# block 1

Figure 1. Placement by cell class (block 1).
Bar = 50 um.
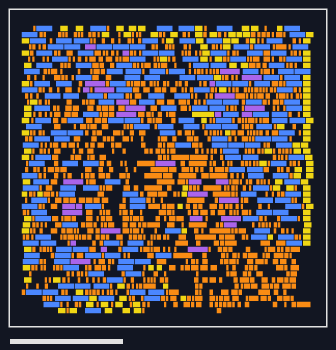

**config.mk**
```make
export PLATFORM = sky130hd
export DESIGN_NAME = puzzle_move_engine
export DESIGN_NICKNAME = d
export VERILOG_FILES = /design/src/rtl/puzzle_move_engine_pkg.sv /design/src/rtl/puzzle_nbr_calc.sv /design/src/rtl/puzzle_move_engine.sv
export SDC_FILE = /design/constraint.sdc
export NUM_CORES = 1
export LEC_CHECK = 0
export CORE_MARGIN = 5
export CORE_UTILIZATION = 60
export CTS_CLUSTER_SIZE = 25
export DETAILED_ROUTE_END_ITERATION = 8
export PLACE_DENSITY = 0.85
export SETUP_SLACK_MARGIN = 0.05
export SLEW_MARGIN = 20
export SYNTH_ARGS = -nofsm -noshare
export SYNTH_HDL_FRONTEND = slang
export SYNTH_SLANG_ARGS = --single-unit
```
**constraint.sdc**
```tcl
create_clock -name clk -period 10.2 [get_ports clk]
set_input_delay 1.02 -clock clk [delete_from_list [all_inputs] [get_ports clk]]
set_output_delay 1.02 -clock clk [all_outputs]
set_load 0.02 [all_outputs]
```
**src/rtl/puzzle_move_engine_pkg.sv**
```systemverilog
// Shared definitions for the sliding-puzzle move engine: default geometry,
// command op codes and FSM state encodings.
package puzzle_move_engine_pkg;

  localparam int unsigned DEF_ROWS   = 3;
  localparam int unsigned DEF_COLS   = 3;
  localparam int unsigned DEF_TILE_W = 4;
  localparam int unsigned DEF_CNT_W  = 16;
  localparam int unsigned OP_W       = 3;

  localparam logic [OP_W-1:0] OP_QUERY   = 3'd0;
  localparam logic [OP_W-1:0] OP_LOAD    = 3'd1;
  localparam logic [OP_W-1:0] OP_SETGOAL = 3'd2;
  localparam logic [OP_W-1:0] OP_UP      = 3'd3;
  localparam logic [OP_W-1:0] OP_DOWN    = 3'd4;
  localparam logic [OP_W-1:0] OP_LEFT    = 3'd5;
  localparam logic [OP_W-1:0] OP_RIGHT   = 3'd6;
  localparam logic [OP_W-1:0] OP_RSVD    = 3'd7;

  localparam logic [1:0] ST_IDLE  = 2'd0;
  localparam logic [1:0] ST_EXEC  = 2'd1;
  localparam logic [1:0] ST_CHECK = 2'd2;
  localparam logic [1:0] ST_RESP  = 2'd3;

endpackage

```
**src/rtl/puzzle_nbr_calc.sv**
```systemverilog
// Combinational neighbour lookup: given the blank index and a move op, returns
// the cell the blank would move to and whether that move stays on the board.
module puzzle_nbr_calc
  import puzzle_move_engine_pkg::*;
#(
  parameter int unsigned ROWS = DEF_ROWS,
  parameter int unsigned COLS = DEF_COLS,
  localparam int unsigned CELLS = ROWS * COLS,
  localparam int unsigned POS_W = $clog2(CELLS)
) (
  input  logic [POS_W-1:0] blank_i,
  input  logic [OP_W-1:0]  op_i,
  output logic [POS_W-1:0] target_c_o,
  output logic             legal_c_o
);

  int unsigned p;

  // Row/column edge tests; LEFT/RIGHT never wrap into the adjacent row.
  always_comb begin
    p          = 32'(blank_i);
    target_c_o = blank_i;
    legal_c_o  = 1'b0;
    if (p < CELLS) begin
      case (op_i)
        OP_UP: begin
          if (p >= COLS) begin
            target_c_o = POS_W'(p - COLS);
            legal_c_o  = 1'b1;
          end
        end
        OP_DOWN: begin
          if (p < CELLS - COLS) begin
            target_c_o = POS_W'(p + COLS);
            legal_c_o  = 1'b1;
          end
        end
        OP_LEFT: begin
          if ((p % COLS) != 0) begin
            target_c_o = POS_W'(p - 1);
            legal_c_o  = 1'b1;
          end
        end
        OP_RIGHT: begin
          if ((p % COLS) != COLS - 1) begin
            target_c_o = POS_W'(p + 1);
            legal_c_o  = 1'b1;
          end
        end
        default: ;
      endcase
    end
  end

endmodule

```
**src/rtl/puzzle_move_engine.sv**
```systemverilog
// Stateful sliding-puzzle engine: board/goal registers, blank-tile moves via a
// valid/ready command channel, and a registered response with solved status.
module puzzle_move_engine
  import puzzle_move_engine_pkg::*;
#(
  parameter int unsigned ROWS   = DEF_ROWS,
  parameter int unsigned COLS   = DEF_COLS,
  parameter int unsigned TILE_W = DEF_TILE_W,
  parameter int unsigned CNT_W  = DEF_CNT_W,
  localparam int unsigned CELLS   = ROWS * COLS,
  localparam int unsigned POS_W   = $clog2(CELLS),
  localparam int unsigned BOARD_W = CELLS * TILE_W
) (
  input  logic               clk,
  input  logic               rst,
  input  logic               cmd_valid,
  output logic               cmd_ready,
  input  logic [OP_W-1:0]    cmd_op,
  input  logic [BOARD_W-1:0] cmd_board,
  input  logic [POS_W-1:0]   cmd_blank,
  output logic               rsp_valid,
  input  logic               rsp_ready,
  output logic [BOARD_W-1:0] rsp_board,
  output logic [POS_W-1:0]   rsp_blank,
  output logic               rsp_illegal,
  output logic               rsp_solved,
  output logic [CNT_W-1:0]   rsp_count
);

  logic [1:0]         state_q, state_d;
  logic [OP_W-1:0]    op_q, op_d;
  logic [BOARD_W-1:0] arg_board_q, arg_board_d;
  logic [POS_W-1:0]   arg_blank_q, arg_blank_d;
  logic [BOARD_W-1:0] board_q, board_d;
  logic [BOARD_W-1:0] goal_q, goal_d;
  logic [POS_W-1:0]   blank_q, blank_d;
  logic [CNT_W-1:0]   count_q, count_d;
  logic               illegal_q, illegal_d;
  logic               cmd_ready_q, cmd_ready_d;
  logic               rsp_valid_q, rsp_valid_d;
  logic [BOARD_W-1:0] rsp_board_q, rsp_board_d;
  logic [POS_W-1:0]   rsp_blank_q, rsp_blank_d;
  logic               rsp_illegal_q, rsp_illegal_d;
  logic               rsp_solved_q, rsp_solved_d;
  logic [CNT_W-1:0]   rsp_count_q, rsp_count_d;

  logic [POS_W-1:0]   nbr_target;
  logic               nbr_legal;
  logic [TILE_W-1:0]  cells [CELLS];
  logic [BOARD_W-1:0] moved_board;

  puzzle_nbr_calc #(
    .ROWS (ROWS),
    .COLS (COLS)
  ) u_nbr (
    .blank_i    (blank_q),
    .op_i       (op_q),
    .target_c_o (nbr_target),
    .legal_c_o  (nbr_legal)
  );

  // Cell i lives at the MSB end for i=0; swap blank and target cells.
  for (genvar i = 0; i < CELLS; i++) begin : g_cell
    assign cells[i] = board_q[(CELLS-1-i)*TILE_W +: TILE_W];
    assign moved_board[(CELLS-1-i)*TILE_W +: TILE_W] =
      (POS_W'(i) == blank_q)    ? cells[nbr_target] :
      (POS_W'(i) == nbr_target) ? cells[blank_q]    : cells[i];
  end

  always_comb begin
    state_d       = state_q;
    op_d          = op_q;
    arg_board_d   = arg_board_q;
    arg_blank_d   = arg_blank_q;
    board_d       = board_q;
    goal_d        = goal_q;
    blank_d       = blank_q;
    count_d       = count_q;
    illegal_d     = illegal_q;
    rsp_board_d   = rsp_board_q;
    rsp_blank_d   = rsp_blank_q;
    rsp_illegal_d = rsp_illegal_q;
    rsp_solved_d  = rsp_solved_q;
    rsp_count_d   = rsp_count_q;

    case (state_q)
      ST_IDLE: begin
        if (cmd_valid && cmd_ready_q) begin
          op_d        = cmd_op;
          arg_board_d = cmd_board;
          arg_blank_d = cmd_blank;
          state_d     = ST_EXEC;
        end
      end
      ST_EXEC: begin
        illegal_d = 1'b0;
        case (op_q)
          OP_QUERY: ;
          OP_LOAD: begin
            if (32'(arg_blank_q) >= CELLS) begin
              illegal_d = 1'b1;
            end else begin
              board_d = arg_board_q;
              blank_d = arg_blank_q;
              count_d = '0;
            end
          end
          OP_SETGOAL: goal_d = arg_board_q;
          OP_UP, OP_DOWN, OP_LEFT, OP_RIGHT: begin
            if (nbr_legal) begin
              board_d = moved_board;
              blank_d = nbr_target;
              if (count_q != {CNT_W{1'b1}}) begin
                count_d = count_q + CNT_W'(1);
              end
            end else begin
              illegal_d = 1'b1;
            end
          end
          default: illegal_d = 1'b1;
        endcase
        state_d = ST_CHECK;
      end
      ST_CHECK: begin
        rsp_board_d   = board_q;
        rsp_blank_d   = blank_q;
        rsp_illegal_d = illegal_q;
        rsp_solved_d  = (board_q == goal_q);
        rsp_count_d   = count_q;
        state_d       = ST_RESP;
      end
      ST_RESP: begin
        if (rsp_ready) begin
          state_d = ST_IDLE;
        end
      end
      default: state_d = ST_IDLE;
    endcase

    cmd_ready_d = (state_d == ST_IDLE);
    rsp_valid_d = (state_d == ST_RESP);
  end

  always_ff @(posedge clk) begin
    if (rst) begin
      state_q       <= ST_IDLE;
      op_q          <= OP_QUERY;
      arg_board_q   <= '0;
      arg_blank_q   <= '0;
      board_q       <= '0;
      goal_q        <= '0;
      blank_q       <= '0;
      count_q       <= '0;
      illegal_q     <= 1'b0;
      cmd_ready_q   <= 1'b1;
      rsp_valid_q   <= 1'b0;
      rsp_board_q   <= '0;
      rsp_blank_q   <= '0;
      rsp_illegal_q <= 1'b0;
      rsp_solved_q  <= 1'b0;
      rsp_count_q   <= '0;
    end else begin
      state_q       <= state_d;
      op_q          <= op_d;
      arg_board_q   <= arg_board_d;
      arg_blank_q   <= arg_blank_d;
      board_q       <= board_d;
      goal_q        <= goal_d;
      blank_q       <= blank_d;
      count_q       <= count_d;
      illegal_q     <= illegal_d;
      cmd_ready_q   <= cmd_ready_d;
      rsp_valid_q   <= rsp_valid_d;
      rsp_board_q   <= rsp_board_d;
      rsp_blank_q   <= rsp_blank_d;
      rsp_illegal_q <= rsp_illegal_d;
      rsp_solved_q  <= rsp_solved_d;
      rsp_count_q   <= rsp_count_d;
    end
  end

  assign cmd_ready   = cmd_ready_q;
  assign rsp_valid   = rsp_valid_q;
  assign rsp_board   = rsp_board_q;
  assign rsp_blank   = rsp_blank_q;
  assign rsp_illegal = rsp_illegal_q;
  assign rsp_solved  = rsp_solved_q;
  assign rsp_count   = rsp_count_q;

endmodule

```
# block 2

**src/rtl/mem_arbiter_if.sv**
```systemverilog
// Bus bundle for mem_arbiter: two requesters (CPU, DMA) plus a single memory port.
// The slave modport is the arbiter's view and the master modport is the environment's view.
interface mem_arbiter_if #(
  parameter int ADDR_W = 12,
  parameter int DATA_W = 12
);
  logic              cpu_req;
  logic              cpu_we;
  logic [ADDR_W-1:0] cpu_addr;
  logic [DATA_W-1:0] cpu_wdata;
  logic              cpu_ack;
  logic [DATA_W-1:0] cpu_rdata;

  logic              dma_req;
  logic              dma_we;
  logic [ADDR_W-1:0] dma_addr;
  logic [DATA_W-1:0] dma_wdata;
  logic              dma_ack;
  logic [DATA_W-1:0] dma_rdata;

  logic              MemRead;
  logic              MemWrite;
  logic [ADDR_W-1:0] Address;
  logic [DATA_W-1:0] WriteData;
  logic [DATA_W-1:0] ReadData;
  logic              busy;

  modport slave (
    input  cpu_req, cpu_we, cpu_addr, cpu_wdata,
    output cpu_ack, cpu_rdata,
    input  dma_req, dma_we, dma_addr, dma_wdata,
    output dma_ack, dma_rdata,
    output MemRead, MemWrite, Address, WriteData, busy,
    input  ReadData
  );

  modport master (
    output cpu_req, cpu_we, cpu_addr, cpu_wdata,
    input  cpu_ack, cpu_rdata,
    output dma_req, dma_we, dma_addr, dma_wdata,
    input  dma_ack, dma_rdata,
    input  MemRead, MemWrite, Address, WriteData, busy,
    output ReadData
  );
endinterface

```
**src/rtl/mem_arbiter.sv**
```systemverilog
// Two-requester (CPU/DMA) memory arbiter with a 4-cycle IDLE/SETUP/STROBE/DONE access.
// Define MEM_ARB_RR_EN for round-robin tie-breaking; otherwise the CPU has fixed priority.
module mem_arbiter #(
  parameter int ADDR_W = 12,
  parameter int DATA_W = 12
) (
  input logic           clk,
  input logic           rst,
  mem_arbiter_if.slave  bus
);

  typedef enum logic [1:0] {IDLE, SETUP, STROBE, DONE} state_e;

  state_e            state_q;
  logic              sel_dma_q;
  logic              we_q;
  logic [ADDR_W-1:0] addr_q;
  logic [DATA_W-1:0] wdata_q;
  logic              mem_rd_q;
  logic              mem_wr_q;
  logic              cpu_ack_q;
  logic              dma_ack_q;
  logic [DATA_W-1:0] cpu_rdata_q;
  logic [DATA_W-1:0] dma_rdata_q;
  logic              busy_q;
  logic              grant_dma_d;
  logic              any_req;

  assign any_req = bus.cpu_req | bus.dma_req;

`ifdef MEM_ARB_RR_EN
  // rr_dma_q = 1 means the DMA is favoured on the next tie (CPU was granted last).
  logic rr_dma_q;

  always_comb begin
    grant_dma_d = bus.dma_req & (~bus.cpu_req | rr_dma_q);
  end

  always_ff @(posedge clk) begin
    if (rst) begin
      rr_dma_q <= 1'b0;
    end else if (state_q == IDLE && any_req) begin
      rr_dma_q <= ~grant_dma_d;
    end
  end
`else
  always_comb begin
    grant_dma_d = bus.dma_req & ~bus.cpu_req;
  end
`endif

  always_ff @(posedge clk) begin
    if (rst) begin
      state_q     <= IDLE;
      sel_dma_q   <= 1'b0;
      we_q        <= 1'b0;
      addr_q      <= '0;
      wdata_q     <= '0;
      mem_rd_q    <= 1'b0;
      mem_wr_q    <= 1'b0;
      cpu_ack_q   <= 1'b0;
      dma_ack_q   <= 1'b0;
      cpu_rdata_q <= '0;
      dma_rdata_q <= '0;
      busy_q      <= 1'b0;
    end else begin
      unique case (state_q)
        IDLE: begin
          if (any_req) begin
            sel_dma_q <= grant_dma_d;
            we_q      <= grant_dma_d ? bus.dma_we    : bus.cpu_we;
            addr_q    <= grant_dma_d ? bus.dma_addr  : bus.cpu_addr;
            wdata_q   <= grant_dma_d ? bus.dma_wdata : bus.cpu_wdata;
            busy_q    <= 1'b1;
            state_q   <= SETUP;
          end
        end
        SETUP: begin
          mem_rd_q <= ~we_q;
          mem_wr_q <= we_q;
          state_q  <= STROBE;
        end
        STROBE: begin
          mem_rd_q <= 1'b0;
          mem_wr_q <= 1'b0;
          if (!we_q) begin
            if (sel_dma_q) dma_rdata_q <= bus.ReadData;
            else           cpu_rdata_q <= bus.ReadData;
          end
          if (sel_dma_q) dma_ack_q <= 1'b1;
          else           cpu_ack_q <= 1'b1;
          state_q <= DONE;
        end
        DONE: begin
          cpu_ack_q <= 1'b0;
          dma_ack_q <= 1'b0;
          busy_q    <= 1'b0;
          state_q   <= IDLE;
        end
        default: state_q <= IDLE;
      endcase
    end
  end

  assign bus.MemRead   = mem_rd_q;
  assign bus.MemWrite  = mem_wr_q;
  assign bus.Address   = addr_q;
  assign bus.WriteData = wdata_q;
  assign bus.cpu_ack   = cpu_ack_q;
  assign bus.dma_ack   = dma_ack_q;
  assign bus.cpu_rdata = cpu_rdata_q;
  assign bus.dma_rdata = dma_rdata_q;
  assign bus.busy      = busy_q;

endmodule

```
**src/flat_wrapper.sv**
```systemverilog
// flat-port wrapper written by rule: the top's interface ports become plain ports
module mem_arbiter_flat 
#(
  parameter int ADDR_W = 12,
  parameter int DATA_W = 12
)
  (clk, rst, bus_cpu_req, bus_cpu_we, bus_cpu_addr, bus_cpu_wdata, bus_cpu_ack, bus_cpu_rdata, bus_dma_req, bus_dma_we, bus_dma_addr, bus_dma_wdata, bus_dma_ack, bus_dma_rdata, bus_MemRead, bus_MemWrite, bus_Address, bus_WriteData, bus_busy, bus_ReadData);
  mem_arbiter_if #(.ADDR_W(ADDR_W), .DATA_W(DATA_W)) bus_i ();
  input logic clk;
  input logic rst;
  input wire logic [$bits(bus_i.cpu_req)-1:0] bus_cpu_req;
  input wire logic [$bits(bus_i.cpu_we)-1:0] bus_cpu_we;
  input wire logic [$bits(bus_i.cpu_addr)-1:0] bus_cpu_addr;
  input wire logic [$bits(bus_i.cpu_wdata)-1:0] bus_cpu_wdata;
  output wire logic [$bits(bus_i.cpu_ack)-1:0] bus_cpu_ack;
  output wire logic [$bits(bus_i.cpu_rdata)-1:0] bus_cpu_rdata;
  input wire logic [$bits(bus_i.dma_req)-1:0] bus_dma_req;
  input wire logic [$bits(bus_i.dma_we)-1:0] bus_dma_we;
  input wire logic [$bits(bus_i.dma_addr)-1:0] bus_dma_addr;
  input wire logic [$bits(bus_i.dma_wdata)-1:0] bus_dma_wdata;
  output wire logic [$bits(bus_i.dma_ack)-1:0] bus_dma_ack;
  output wire logic [$bits(bus_i.dma_rdata)-1:0] bus_dma_rdata;
  output wire logic [$bits(bus_i.MemRead)-1:0] bus_MemRead;
  output wire logic [$bits(bus_i.MemWrite)-1:0] bus_MemWrite;
  output wire logic [$bits(bus_i.Address)-1:0] bus_Address;
  output wire logic [$bits(bus_i.WriteData)-1:0] bus_WriteData;
  output wire logic [$bits(bus_i.busy)-1:0] bus_busy;
  input wire logic [$bits(bus_i.ReadData)-1:0] bus_ReadData;
  assign bus_i.cpu_req = bus_cpu_req;
  assign bus_i.cpu_we = bus_cpu_we;
  assign bus_i.cpu_addr = bus_cpu_addr;
  assign bus_i.cpu_wdata = bus_cpu_wdata;
  assign bus_cpu_ack = bus_i.cpu_ack;
  assign bus_cpu_rdata = bus_i.cpu_rdata;
  assign bus_i.dma_req = bus_dma_req;
  assign bus_i.dma_we = bus_dma_we;
  assign bus_i.dma_addr = bus_dma_addr;
  assign bus_i.dma_wdata = bus_dma_wdata;
  assign bus_dma_ack = bus_i.dma_ack;
  assign bus_dma_rdata = bus_i.dma_rdata;
  assign bus_MemRead = bus_i.MemRead;
  assign bus_MemWrite = bus_i.MemWrite;
  assign bus_Address = bus_i.Address;
  assign bus_WriteData = bus_i.WriteData;
  assign bus_busy = bus_i.busy;
  assign bus_i.ReadData = bus_ReadData;
  mem_arbiter #(.ADDR_W(ADDR_W), .DATA_W(DATA_W)) u_core (.clk(clk), .rst(rst), .bus(bus_i));
endmodule
```
**config.mk**
```make
export PLATFORM = sky130hd
export DESIGN_NAME = mem_arbiter_flat
export DESIGN_NICKNAME = d
export VERILOG_FILES = /design/src/rtl/mem_arbiter_if.sv /design/src/rtl/mem_arbiter.sv /design/src/flat_wrapper.sv
export SDC_FILE = /design/constraint.sdc
export NUM_CORES = 1
export LEC_CHECK = 0
export CAP_MARGIN = 30
export CORE_MARGIN = 4
export CORE_UTILIZATION = 40
export DETAILED_ROUTE_END_ITERATION = 16
export GPL_ROUTABILITY_DRIVEN = 1
export GPL_TIMING_DRIVEN = 0
export PLACE_DENSITY_LB_ADDON = 0.3
export SETUP_SLACK_MARGIN = 0.3
export SLEW_MARGIN = 40
export SYNTH_ARGS = -nofsm -noshare
export SYNTH_HDL_FRONTEND = slang
export SYNTH_SLANG_ARGS = --single-unit
```
**constraint.sdc**
```tcl
create_clock -name clk -period 1.7 [get_ports clk]
set_input_delay 0.17 -clock clk [delete_from_list [all_inputs] [get_ports clk]]
set_output_delay 0.17 -clock clk [all_outputs]
set_load 0.03 [all_outputs]
```
# block 3

$ cat config.mk
export PLATFORM = sky130hd
export DESIGN_NAME = cache_fill_arbiter
export DESIGN_NICKNAME = d
export VERILOG_FILES = /design/src/rtl/cache_fill_arbiter.sv
export SDC_FILE = /design/constraint.sdc
export NUM_CORES = 1
export LEC_CHECK = 0
export ABC_CLOCK_PERIOD_IN_PS = 2500
export CAP_MARGIN = 10
export CORE_UTILIZATION = 30
export CTS_BUF_LIST = sky130_fd_sc_hd__clkbuf_8 sky130_fd_sc_hd__clkbuf_16
export DETAILED_ROUTE_END_ITERATION = 8
export GPL_ROUTABILITY_DRIVEN = 0
export PLACE_DENSITY = 0.61
export SLEW_MARGIN = 5
export SYNTH_ARGS = -nofsm -noshare
export SYNTH_HDL_FRONTEND = slang
export SYNTH_SLANG_ARGS = --single-unit
$ cat constraint.sdc
create_clock -name clk -period 2.5 [get_ports clk]
set_input_delay 0.5 -clock clk [delete_from_list [all_inputs] [get_ports clk]]
set_output_delay 0.5 -clock clk [all_outputs]
set_load 0.05 [all_outputs]
$ cat src/rtl/cache_fill_arbiter.sv
// cache_fill_arbiter: shared I/D-cache miss engine. Arbitrates I-misses,
// D-misses and D write-through stores onto one pipelined fixed-latency
// memory port, streams block fills back into the requesting cache and
// produces per-cache stall / completion signals.
module cache_fill_arbiter #(
    parameter int ADDR_W      = 16,
    parameter int DATA_W      = 16,
    parameter int WORD_BYTES  = 2,
    parameter int BLOCK_WORDS = 8,
    parameter int MEM_LATENCY = 4
) (
    input  logic                           clk,
    input  logic                           rst,
    input  logic                           i_miss,
    input  logic [ADDR_W-1:0]              i_miss_addr,
    input  logic                           d_miss,
    input  logic                           d_wr,
    input  logic [ADDR_W-1:0]              d_addr,
    input  logic [DATA_W-1:0]              d_wdata,
    output logic                           mem_en,
    output logic                           mem_wr,
    output logic [ADDR_W-1:0]              mem_addr,
    output logic [DATA_W-1:0]              mem_wdata,
    input  logic [DATA_W-1:0]              mem_rdata,
    input  logic                           mem_valid,
    output logic                           fill_we_i,
    output logic                           fill_we_d,
    output logic [$clog2(BLOCK_WORDS)-1:0] fill_idx,
    output logic [DATA_W-1:0]              fill_data,
    output logic [ADDR_W-1:0]              fill_base,
    output logic                           tag_we_i,
    output logic                           tag_we_d,
    output logic                           i_done,
    output logic                           d_done,
    output logic                           i_stall,
    output logic                           d_stall,
    output logic                           busy
);
    localparam int IDX_W = $clog2(BLOCK_WORDS);
    localparam int CNT_W = IDX_W + 1;
    localparam int WB_SH = $clog2(WORD_BYTES);
    localparam int DRN_W = $clog2(MEM_LATENCY + 1);
    localparam logic [ADDR_W-1:0] BLK_MASK = ~ADDR_W'(BLOCK_WORDS * WORD_BYTES - 1);
    localparam logic [ADDR_W-1:0] WRD_MASK = ~ADDR_W'(WORD_BYTES - 1);
    localparam logic [CNT_W-1:0]  NWORDS   = CNT_W'(BLOCK_WORDS);
    localparam logic [CNT_W-1:0]  LAST     = CNT_W'(BLOCK_WORDS - 1);

    typedef enum logic [2:0] {
        S_IDLE, S_FILL_I, S_FILL_D, S_WRITE, S_DONE_I, S_DONE_D
    } state_t;

    typedef struct packed {
        logic              en;
        logic              wr;
        logic [ADDR_W-1:0] addr;
        logic [DATA_W-1:0] wdata;
    } mem_req_t;

    state_t            state, state_nxt;
    logic [CNT_W-1:0]  iss, ret;
    logic [DRN_W-1:0]  drain;
    logic [ADDR_W-1:0] base_q, wr_addr_q;
    logic [DATA_W-1:0] wr_data_q;
    mem_req_t          mreq;

    logic in_fill, issue, ret_strobe, ret_last;

    // Fill-phase qualifiers; late returns past the block end are dropped.
    always_comb begin
        in_fill    = (state == S_FILL_I) || (state == S_FILL_D);
        issue      = in_fill && (iss < NWORDS);
        ret_strobe = rst && in_fill && mem_valid && (ret < NWORDS);
        ret_last   = ret_strobe && (ret == LAST);
    end

    // State register.
    always_ff @(posedge clk) begin
        if (!rst) state <= S_IDLE;
        else      state <= state_nxt;
    end

    // Next state: stores beat misses, D beats I; nothing accepted while draining.
    always_comb begin
        state_nxt = state;
        case (state)
            S_IDLE: begin
                if (drain == '0) begin
                    if (d_wr)        state_nxt = S_WRITE;
                    else if (d_miss) state_nxt = S_FILL_D;
                    else if (i_miss) state_nxt = S_FILL_I;
                end
            end
            S_FILL_I: if (ret_last) state_nxt = S_DONE_I;
            S_FILL_D: if (ret_last) state_nxt = S_DONE_D;
            S_WRITE:  state_nxt = S_DONE_D;
            S_DONE_I: state_nxt = S_IDLE;
            S_DONE_D: state_nxt = S_IDLE;
            default:  state_nxt = S_IDLE;
        endcase
    end

    // Counters, reset drain and request capture. The drain holds off new
    // fills long enough for returns of a reset-aborted fill to flush out.
    always_ff @(posedge clk) begin
        if (!rst) begin
            iss       <= '0;
            ret       <= '0;
            drain     <= DRN_W'(MEM_LATENCY);
            base_q    <= '0;
            wr_addr_q <= '0;
            wr_data_q <= '0;
        end else begin
            if (drain != '0) drain <= drain - DRN_W'(1);
            if (state == S_IDLE) begin
                iss <= '0;
                ret <= '0;
                case (state_nxt)
                    S_WRITE: begin
                        wr_addr_q <= d_addr & WRD_MASK;
                        wr_data_q <= d_wdata;
                    end
                    S_FILL_D: base_q <= d_addr & BLK_MASK;
                    S_FILL_I: base_q <= i_miss_addr & BLK_MASK;
                    default: ;
                endcase
            end else begin
                if (issue)      iss <= iss + CNT_W'(1);
                if (ret_strobe) ret <= ret + CNT_W'(1);
            end
        end
    end

    // Outputs: decoded from state; everything but busy is forced low in reset.
    always_comb begin
        mreq      = '0;
        fill_we_i = 1'b0;
        fill_we_d = 1'b0;
        fill_idx  = '0;
        fill_data = '0;
        fill_base = '0;
        tag_we_i  = 1'b0;
        tag_we_d  = 1'b0;
        i_done    = 1'b0;
        d_done    = 1'b0;
        i_stall   = 1'b0;
        d_stall   = 1'b0;
        busy      = !rst || (state != S_IDLE) || (drain != '0);
        if (rst) begin
            case (state)
                S_FILL_I, S_FILL_D: begin
                    mreq.en   = issue;
                    mreq.addr = issue ? base_q + (ADDR_W'(iss) << WB_SH) : '0;
                    fill_we_i = ret_strobe && (state == S_FILL_I);
                    fill_we_d = ret_strobe && (state == S_FILL_D);
                    tag_we_i  = ret_last && (state == S_FILL_I);
                    tag_we_d  = ret_last && (state == S_FILL_D);
                end
                S_WRITE: begin
                    mreq.en    = 1'b1;
                    mreq.wr    = 1'b1;
                    mreq.addr  = wr_addr_q;
                    mreq.wdata = wr_data_q;
                end
                S_DONE_I: i_done = 1'b1;
                S_DONE_D: d_done = 1'b1;
                default: ;
            endcase
            if (ret_strobe) begin
                fill_idx  = ret[IDX_W-1:0];
                fill_data = mem_rdata;
            end
            fill_base = base_q;
            i_stall   = i_miss && !i_done;
            d_stall   = (d_miss || d_wr) && !d_done;
        end
        mem_en    = mreq.en;
        mem_wr    = mreq.wr;
        mem_addr  = mreq.addr;
        mem_wdata = mreq.wdata;
    end
endmodule

# block 4

--- src/rtl/mem_pkg.sv ---
// mem_pkg: shared op encodings, fault causes, FSM states and size helper for mem_access_seq
package mem_pkg;
  localparam int OP_STORE_BIT = 2;
  localparam logic [1:0] SIZE_B   = 2'b00;
  localparam logic [1:0] SIZE_H   = 2'b01;
  localparam logic [1:0] SIZE_W   = 2'b10;
  localparam logic [1:0] SIZE_INV = 2'b11;
  typedef enum logic [1:0] {
    FC_NONE     = 2'b00,
    FC_INVALID  = 2'b01,
    FC_MISALIGN = 2'b10,
    FC_RANGE    = 2'b11
  } fault_cause_t;
  typedef enum logic [1:0] {IDLE, ACCESS, DONE} state_t;
  function automatic logic [2:0] size_to_bytes(input logic [1:0] size);
    return size == SIZE_B ? 3'd1 : size == SIZE_H ? 3'd2 : 3'd4;
  endfunction
endpackage

--- src/rtl/mem_byte_array.sv ---
// mem_byte_array: single-port byte storage, synchronous write, asynchronous read
module mem_byte_array #(
  parameter int ADDR_BITS = 8
) (
  input  logic                 clk,
  input  logic                 we,
  input  logic [ADDR_BITS-1:0] addr,
  input  logic [7:0]           wr_data,
  output logic [7:0]           rd_data
);
  logic [7:0] mem [2**ADDR_BITS];
  always_ff @(posedge clk)
    if (we) mem[addr] <= wr_data;
  assign rd_data = mem[addr];
endmodule

--- src/rtl/mem_access_seq.sv ---
// mem_access_seq: handshaked byte-serial LB/LH/LW/SB/SH/SW unit with fault detection
module mem_access_seq
  import mem_pkg::*;
#(
  parameter int ADDR_BITS = 8
) (
  input  logic        clk,
  input  logic        reset_n,
  input  logic        start,
  input  logic [2:0]  op,
  input  logic        load_unsigned,
  input  logic [31:0] addr,
  input  logic [31:0] in,
  output logic [31:0] out,
  output logic        busy,
  output logic        done,
  output logic        fault,
  output logic [1:0]  fault_cause
);
  state_t state, next;
  fault_cause_t fc, cause;
  logic [2:0] op_q;
  logic uns_q;
  logic [ADDR_BITS-1:0] addr_q, baddr;
  logic [31:0] data_q, ld, ld_ext;
  logic [1:0] idx;
  logic last, we;
  logic [7:0] rd;
  always_comb begin
    cause = op[1:0] == SIZE_INV ? FC_INVALID
          : (op[1:0] == SIZE_H && addr[0]) || (op[1:0] == SIZE_W && addr[1:0] != 2'b00) ? FC_MISALIGN
          : |addr[31:ADDR_BITS] ? FC_RANGE : FC_NONE;
    last = idx == 2'(size_to_bytes(op_q[1:0]) - 3'd1);
    ld = out;
    ld[8*idx +: 8] = rd;
    // extension is folded into the edge that fetches the final byte
    ld_ext = !last ? ld
           : op_q[1:0] == SIZE_B ? {{24{~uns_q & ld[7]}}, ld[7:0]}
           : op_q[1:0] == SIZE_H ? {{16{~uns_q & ld[15]}}, ld[15:0]} : ld;
    next = state == IDLE ? (start ? (cause == FC_NONE ? ACCESS : DONE) : IDLE)
         : state == ACCESS ? (last ? DONE : ACCESS) : IDLE;
  end
  assign baddr = addr_q | ADDR_BITS'(idx);
  assign we = state == ACCESS && op_q[OP_STORE_BIT];
  assign busy = state != IDLE;
  assign done = state == DONE;
  assign fault_cause = fc;
  mem_byte_array #(.ADDR_BITS(ADDR_BITS)) u_arr (
    .clk(clk),
    .we(we),
    .addr(baddr),
    .wr_data(data_q[8*idx +: 8]),
    .rd_data(rd)
  );
  always_ff @(posedge clk or negedge reset_n) begin
    if (!reset_n) begin
      state  <= IDLE;
      out    <= '0;
      fault  <= 1'b0;
      fc     <= FC_NONE;
      op_q   <= '0;
      uns_q  <= 1'b0;
      addr_q <= '0;
      data_q <= '0;
      idx    <= '0;
    end else begin
      state <= next;
      if (state == IDLE && start) begin
        op_q   <= op;
        uns_q  <= load_unsigned;
        addr_q <= addr[ADDR_BITS-1:0];
        data_q <= in;
        idx    <= '0;
        out    <= '0;
        fault  <= cause != FC_NONE;
        fc     <= cause;
      end else if (state == ACCESS) begin
        idx <= idx + 2'd1;
        if (!op_q[OP_STORE_BIT]) out <= ld_ext;
      end
    end
  end
  assert property (@(posedge clk) disable iff (!reset_n) state == IDLE |-> !$isunknown({start, op}));
endmodule

--- config.mk ---
export PLATFORM = sky130hd
export DESIGN_NAME = mem_access_seq
export DESIGN_NICKNAME = d
export VERILOG_FILES = /design/src/rtl/mem_pkg.sv /design/src/rtl/mem_byte_array.sv /design/src/rtl/mem_access_seq.sv
export SDC_FILE = /design/constraint.sdc
export NUM_CORES = 2
export LEC_CHECK = 0
export CORE_MARGIN = 3
export CORE_UTILIZATION = 27
export DETAILED_ROUTE_END_ITERATION = 7
export PLACE_DENSITY_LB_ADDON = 0.2
export SETUP_SLACK_MARGIN = 0.3
export SLEW_MARGIN = 20
export SYNTH_ARGS = -nofsm -noshare
export SYNTH_HDL_FRONTEND = slang
export SYNTH_SLANG_ARGS = --single-unit
--- constraint.sdc ---
create_clock -name clk -period 5.4 [get_ports clk]
set_input_delay 1.08 -clock clk [delete_from_list [all_inputs] [get_ports clk]]
set_output_delay 1.08 -clock clk [all_outputs]
set_load 0.05 [all_outputs]
Figure 2. Routed clock nets over the placement (block 4).
Bar = 200 um.
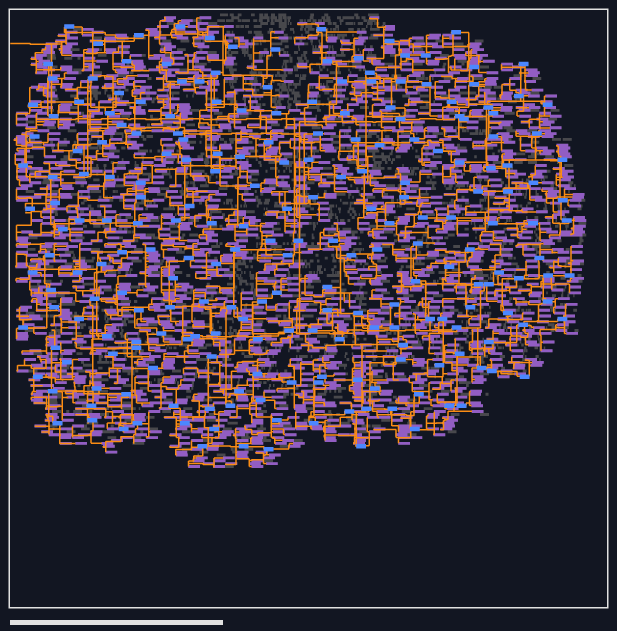
[clock drivers] blue | count: 225
[clock wires] orange | length: 27.5 mm
[flip-flops] purple | count: 2131
routed clock nets: 226

==> flow_metrics.tcl, block 4 <==
# flow metrics
set metrics [dict create \
    max_freq_ghz 0.205 \
    synthFlopType "edfxtp_1" \
    worstPathBufferInverterCount 1 \
    clock.latency.late_pin_ns 0.89 \
    postSynthNetCount 4489 \
    finalWeightedCongestion 0.813 \
    postCtsResizedCells 0 \
    detail_route.wl_per_cell_um 28.1 \
    antenna_left 0 \
    worst_hold_slack_ns 0.208 \
    largestClassByArea "registers" \
    yosys_area_um2 83100 \
    clockNetworkPower_uw 15400 \
    synth.avg_cell_area_um2 18.8 \
    num-fill-cells 29500 \
    cp_common_cell "a221oi_1" \
    setup.worst_path.end_class "flop" \
    setup_viol 0 \
    run_status "completed" \
    final.min_clock_period_ns 4.88 \
    fa_ha_area_frac 0.000602 \
    skew_ns 0.0461 \
    p_seq_uw 18700 \
    sw_frac_of_total 0.248 \
    clock_buffers 285 \
    via_total_after_detailed_routing 44400 \
    nets 4914 \
    floorplan.die.width_um 561 \
    timing_max_transition_violations_final 0 \
    layout.nonclk_buf_frac 0.0407 \
    mappedNetlistArea_um2 83100 \
    power_leakage_uw 0.0311 \
    vdd_ir_drop_max_uv 256 \
    portBuffers 107 \
    synthAoiAreaFrac 0.0377 \
    hp-class "input port to async pin" \
    timing.setup.tns_ns 0 \
    power_combinational_uw 4490 \
    detailedPlace.worstSlack_ns 0.392 \
    clk_path_buf_depth 4 \
    list_of_most_frequent_post_synthesis_cells "edfxtp_1, nand2_1, mux4_2" \
    netlist_logic_family_top "multiplexers" \
    synth.ff_latch_count 2131 \
    floorplan.core_util 0.272 \
    globalRouteMet2Util 0.257 \
    synth_top_cell_by_count "edfxtp_1" \
    rr_worst_depth 10 \
    antenna_cells_inserted 1 \
    startpoint "addr_q[0]" \
    ys_cells 4414 \
    synth.cellmix.simpleShare 0.0532 \
    mostFrequentLayoutCell "edfxtp_1" \
    clkSlewWorstSetupHoldPaths_ns 0.06 \
    stage_log_warnings 48 \
    grt_busiest_layer "met2" \
    wirelength_mm 256 \
    timing.critical_path.slowest_cell_delay_ns 0.92 \
    synth-xor-area-share 0.000105 \
    hold_buffers 0 \
    drive_above_1_share 0.218 \
    grt_setup_unrepaired "false" \
    finish.cell_count_without_fillers 9118 \
]
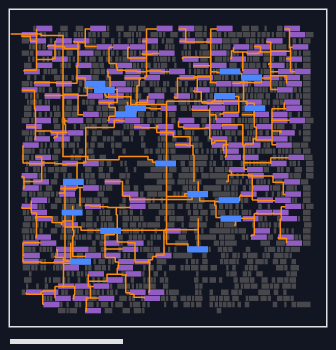
Figure 3: block 1, routed clock nets over the placement.
Bar = 50 um.
[clock drivers] blue | count: 17
[flip-flops] purple | count: 198
[clock wires] orange | length: 2230 um
routed clock nets: 18
flops lie: spread over the die

About Figure 1:
| class | colour | cells |
|---|---|---|
| remaining buffers and delay cells | yellow | 122 |
| clock drivers and dummy loads | purple | 32 |
| combinational and other logic | orange | 1006 |
| sequential cells | blue | 198 |

==> flow_metrics.tcl, block 1 <==
# flow metrics
set metrics [dict create \
    run_status "completed" \
    cp_common_cell "ha_1" \
    seq-cell-share 0.332 \
    skew_ns 0.0129 \
    wirelength_mm 33.5 \
    hold_path.startpoint "rsp_count[5]" \
    post-cts-setup-buffers 0 \
    hold_depth 2 \
    power_leakage_uw 0.00429 \
    grt_use_total 0.329 \
    maxCapViolCount 0 \
    seq_cell_count 198 \
    timing.critical_path.slowest_cell_delay_ns 0.86 \
    netlist.area_leader.share 0.390 \
    first_global_vias 9371 \
    finish.cell_count_without_fillers 1578 \
    drive_above_1_share 0.0810 \
    final-hold-violation-count 0 \
    synth.ff_latch_count 198 \
    comb_power_share 0.154 \
    worst_hold_slack_ns 0.454 \
    seqPwrFrac 0.464 \
    worstPathCellList "inv_1, nor2_1, ha_1, nor2b_1, o21ai_2, xnor2_1, ha_1, or2_2, o2111ai_1, o211ai_1, a31oi_1, a211oi_2, a221oi_4, nor4b_2, nand2_1, a311oi_1, a21o_1" \
    netlist-cell-type-count 82 \
    avgViaCountPerCell 6.50 \
    chip_height_um 140 \
    ioPinCount 107 \
    drt-pass1-iter-count 6 \
    fp.dieArea_um2 19600 \
    postSynthNetCount 1349 \
    routed-wl-met2_mm 15.2 \
    globalRouteMet1Util 0.433 \
    comb-cell-share 0.489 \
    list_of_most_frequent_post_synthesis_cells "nand2_1, dfxtp_1, a21oi_1" \
    final_cell_mix "nand2_1, dfxtp_1, a21oi_1" \
    clockPowerShare 0.382 \
    synthFlopType "dfxtp_1" \
    power_report.internal_total_uw 1230 \
    design_area_um2 11900 \
    maximum_number_of_pins_on_one_net_before_global_route_repair 61 \
    logic_gates 992 \
    max_slew.worst_pin.slew_ns 1.16 \
    worstReg2RegStart "blank_q[2]" \
    row_count 47 \
    p_seq_uw 829 \
    largestClassByArea "combinational gates" \
    capturing_element_of_the_worst_setup_path "board_q[23]" \
]
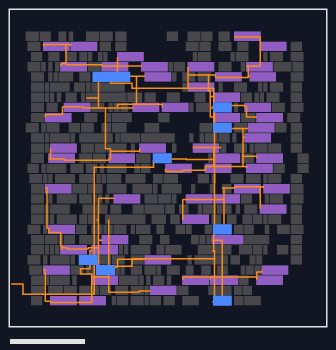
Figure 4: block 2, routed clock nets over the placement.
Bar = 20 um.
[flip-flops] purple | count: 57
[clock wires] orange | length: 747 um
[clock drivers] blue | count: 9
flops lie: spread over the die
clock group share of total power: 0.229
power dissipated in the clock network: 1390 uW
final worst clock skew: 0.00988 ns

==> flow_metrics.tcl, block 2 <==
# flow metrics
set metrics [dict create \
    nets 472 \
    power_leakage_uw 0.00191 \
    timing_max_transition_violations_final 0 \
    timing.setup.tns_ns 0 \
    portBuffers 117 \
    largestClassByArea "buffers" \
    post_detailed_placement_cell_area_um2 3620 \
    yosys.area.top_type "dfxtp_1" \
    finalWeightedCongestion 0.753 \
    worst_ep_required_time_ns 1.91 \
    setup_viol 0 \
    run_status "completed" \
    inv_count 3 \
    floorplan.core_util 0.418 \
    dominant_power_group "combinational logic" \
    list_of_most_frequent_post_synthesis_cells "dfxtp_1, nor2_1, nand2_1" \
    timing.final.ws_setup_ns 0.263 \
    logic_gates 180 \
    startpoint "u_core.state_q[1]" \
    min_period_over_period 0.846 \
    setup.worst_path.start_class "flop" \
    row_count 27 \
    via_total_after_detailed_routing 2344 \
    combinational_gate_area_um2 1290 \
    clock_buffers 9 \
    sw_frac_of_total 0.378 \
    comb-cell-share 0.307 \
    seq_cell_count 57 \
    core_region_area_um2 5610 \
    netlist-cell-type-count 26 \
    yosysSeqAreaShare 0.487 \
    worstPathCellList "ha_4, nor3b_4, buf_6, mux2i_1, nor2_1" \
    vdd_ir_drop_max_uv 847 \
    power-per-cell-area_nw_per_um2 1450 \
    timing.critical_path.slowest_cell_delay_ns 0.39 \
    syn-instance-count 260 \
    hold_path.startpoint "bus_dma_req" \
    timing.critical_path.max_delay_family "flip-flops" \
    finish.cell_count_without_fillers 479 \
    final-hold-violation-count 0 \
    drt-pass1-iter-count 5 \
    worst_r2r_endpoint "u_core.bus.cpu_rdata[7]" \
    grt_use_total 0.191 \
    end_point_of_the_worst_hold_path "u_core.sel_dma_q" \
    postSynthNetCount 330 \
    postCtsResizedCells 75 \
    clk_share 0.0521 \
    synthAoiAreaFrac 0.124 \
    num_tap_cells 72 \
]
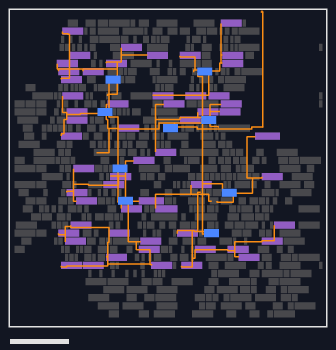
Figure 5: block 3, routed clock nets over the placement.
Bar = 20 um.
[clock wires] orange | length: 804 um
[flip-flops] purple | count: 57
[clock drivers] blue | count: 9
routed clock nets: 10

==> flow_metrics.tcl, block 3 <==
# flow metrics
set metrics [dict create \
    startpoint "base_q[4]" \
    yosys.area.top_type "dfxtp_1" \
    flip_flop_count_of_the_largest_register_all_copies_and_words_added 16 \
    crit_cells 7 \
    dr.max_layer_used "met4" \
    antenna_left 0 \
    placedCellCount 710 \
    grt_use_total 0.196 \
    logic_gates 338 \
    worst_ep_required_time_ns 2.00 \
    globalRouteMet1Util 0.251 \
    total_power_uw 3550 \
    floorplan.die.width_um 106 \
    cts_h_tree_depth 3 \
    run_status "completed" \
    routed-wl-met2_mm 5.57 \
    setup.worst_path.start_class "flop" \
    top_register "wr_data_q" \
    yosys_area_um2 3270 \
    drt-pass1-iter-count 4 \
    postCtsResizedCells 12 \
    clk_share 0.0368 \
    clock.latency.late_pin_ns 0.34 \
]


## Gallery

Cell placement.
Plate I
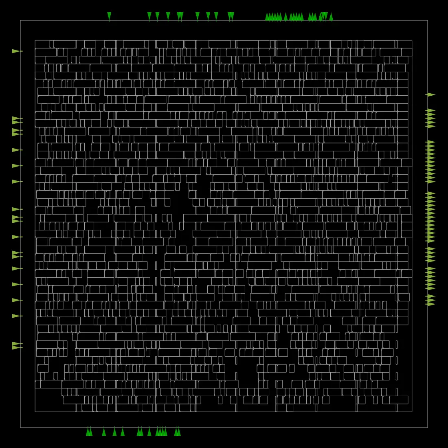
Plate II
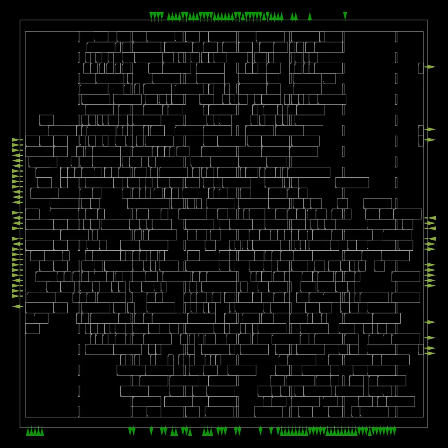
Plate III
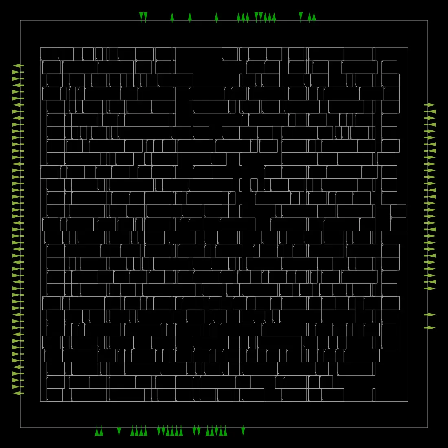
Plate IV
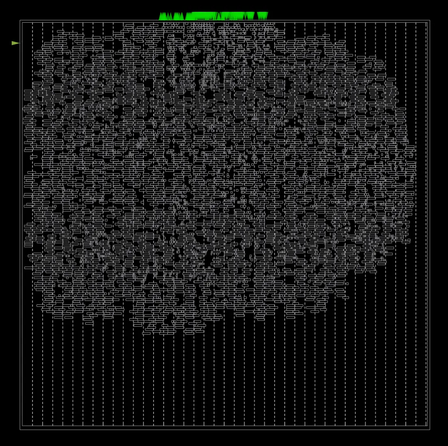
Of these, most cells: Plate IV
Of these, fewest cells: Plate III
- Plate I = block 1
- Plate III = block 2
- Plate II = block 3
- Plate IV = block 4


## Gallery

Placement by cell class.
(a)
Bar = 20 um.
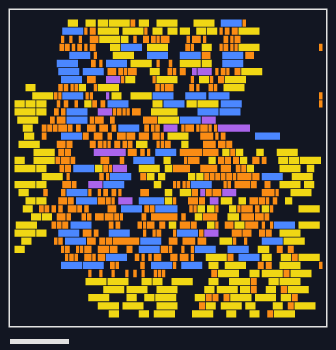
(b)
Bar = 20 um.
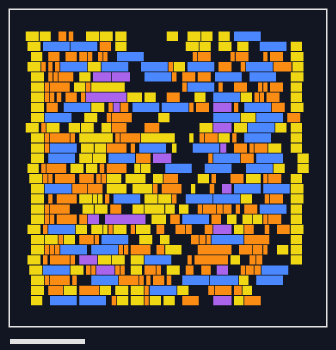
(c)
Bar = 200 um.
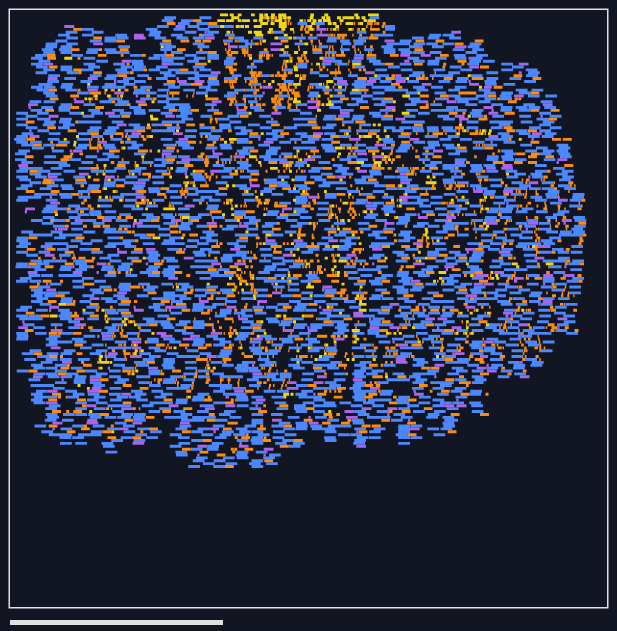
Of these, fewest cells: (b)
block 4: (c)
block 2: (b)
block 3: (a)

Key to (b):
| class | colour | cells |
|---|---|---|
| clock drivers and dummy loads | purple | 16 |
| sequential cells | blue | 57 |
| remaining buffers and delay cells | yellow | 151 |
| combinational and other logic | orange | 183 |

No activity file was given, so power comes from the tool's default toggle rates.
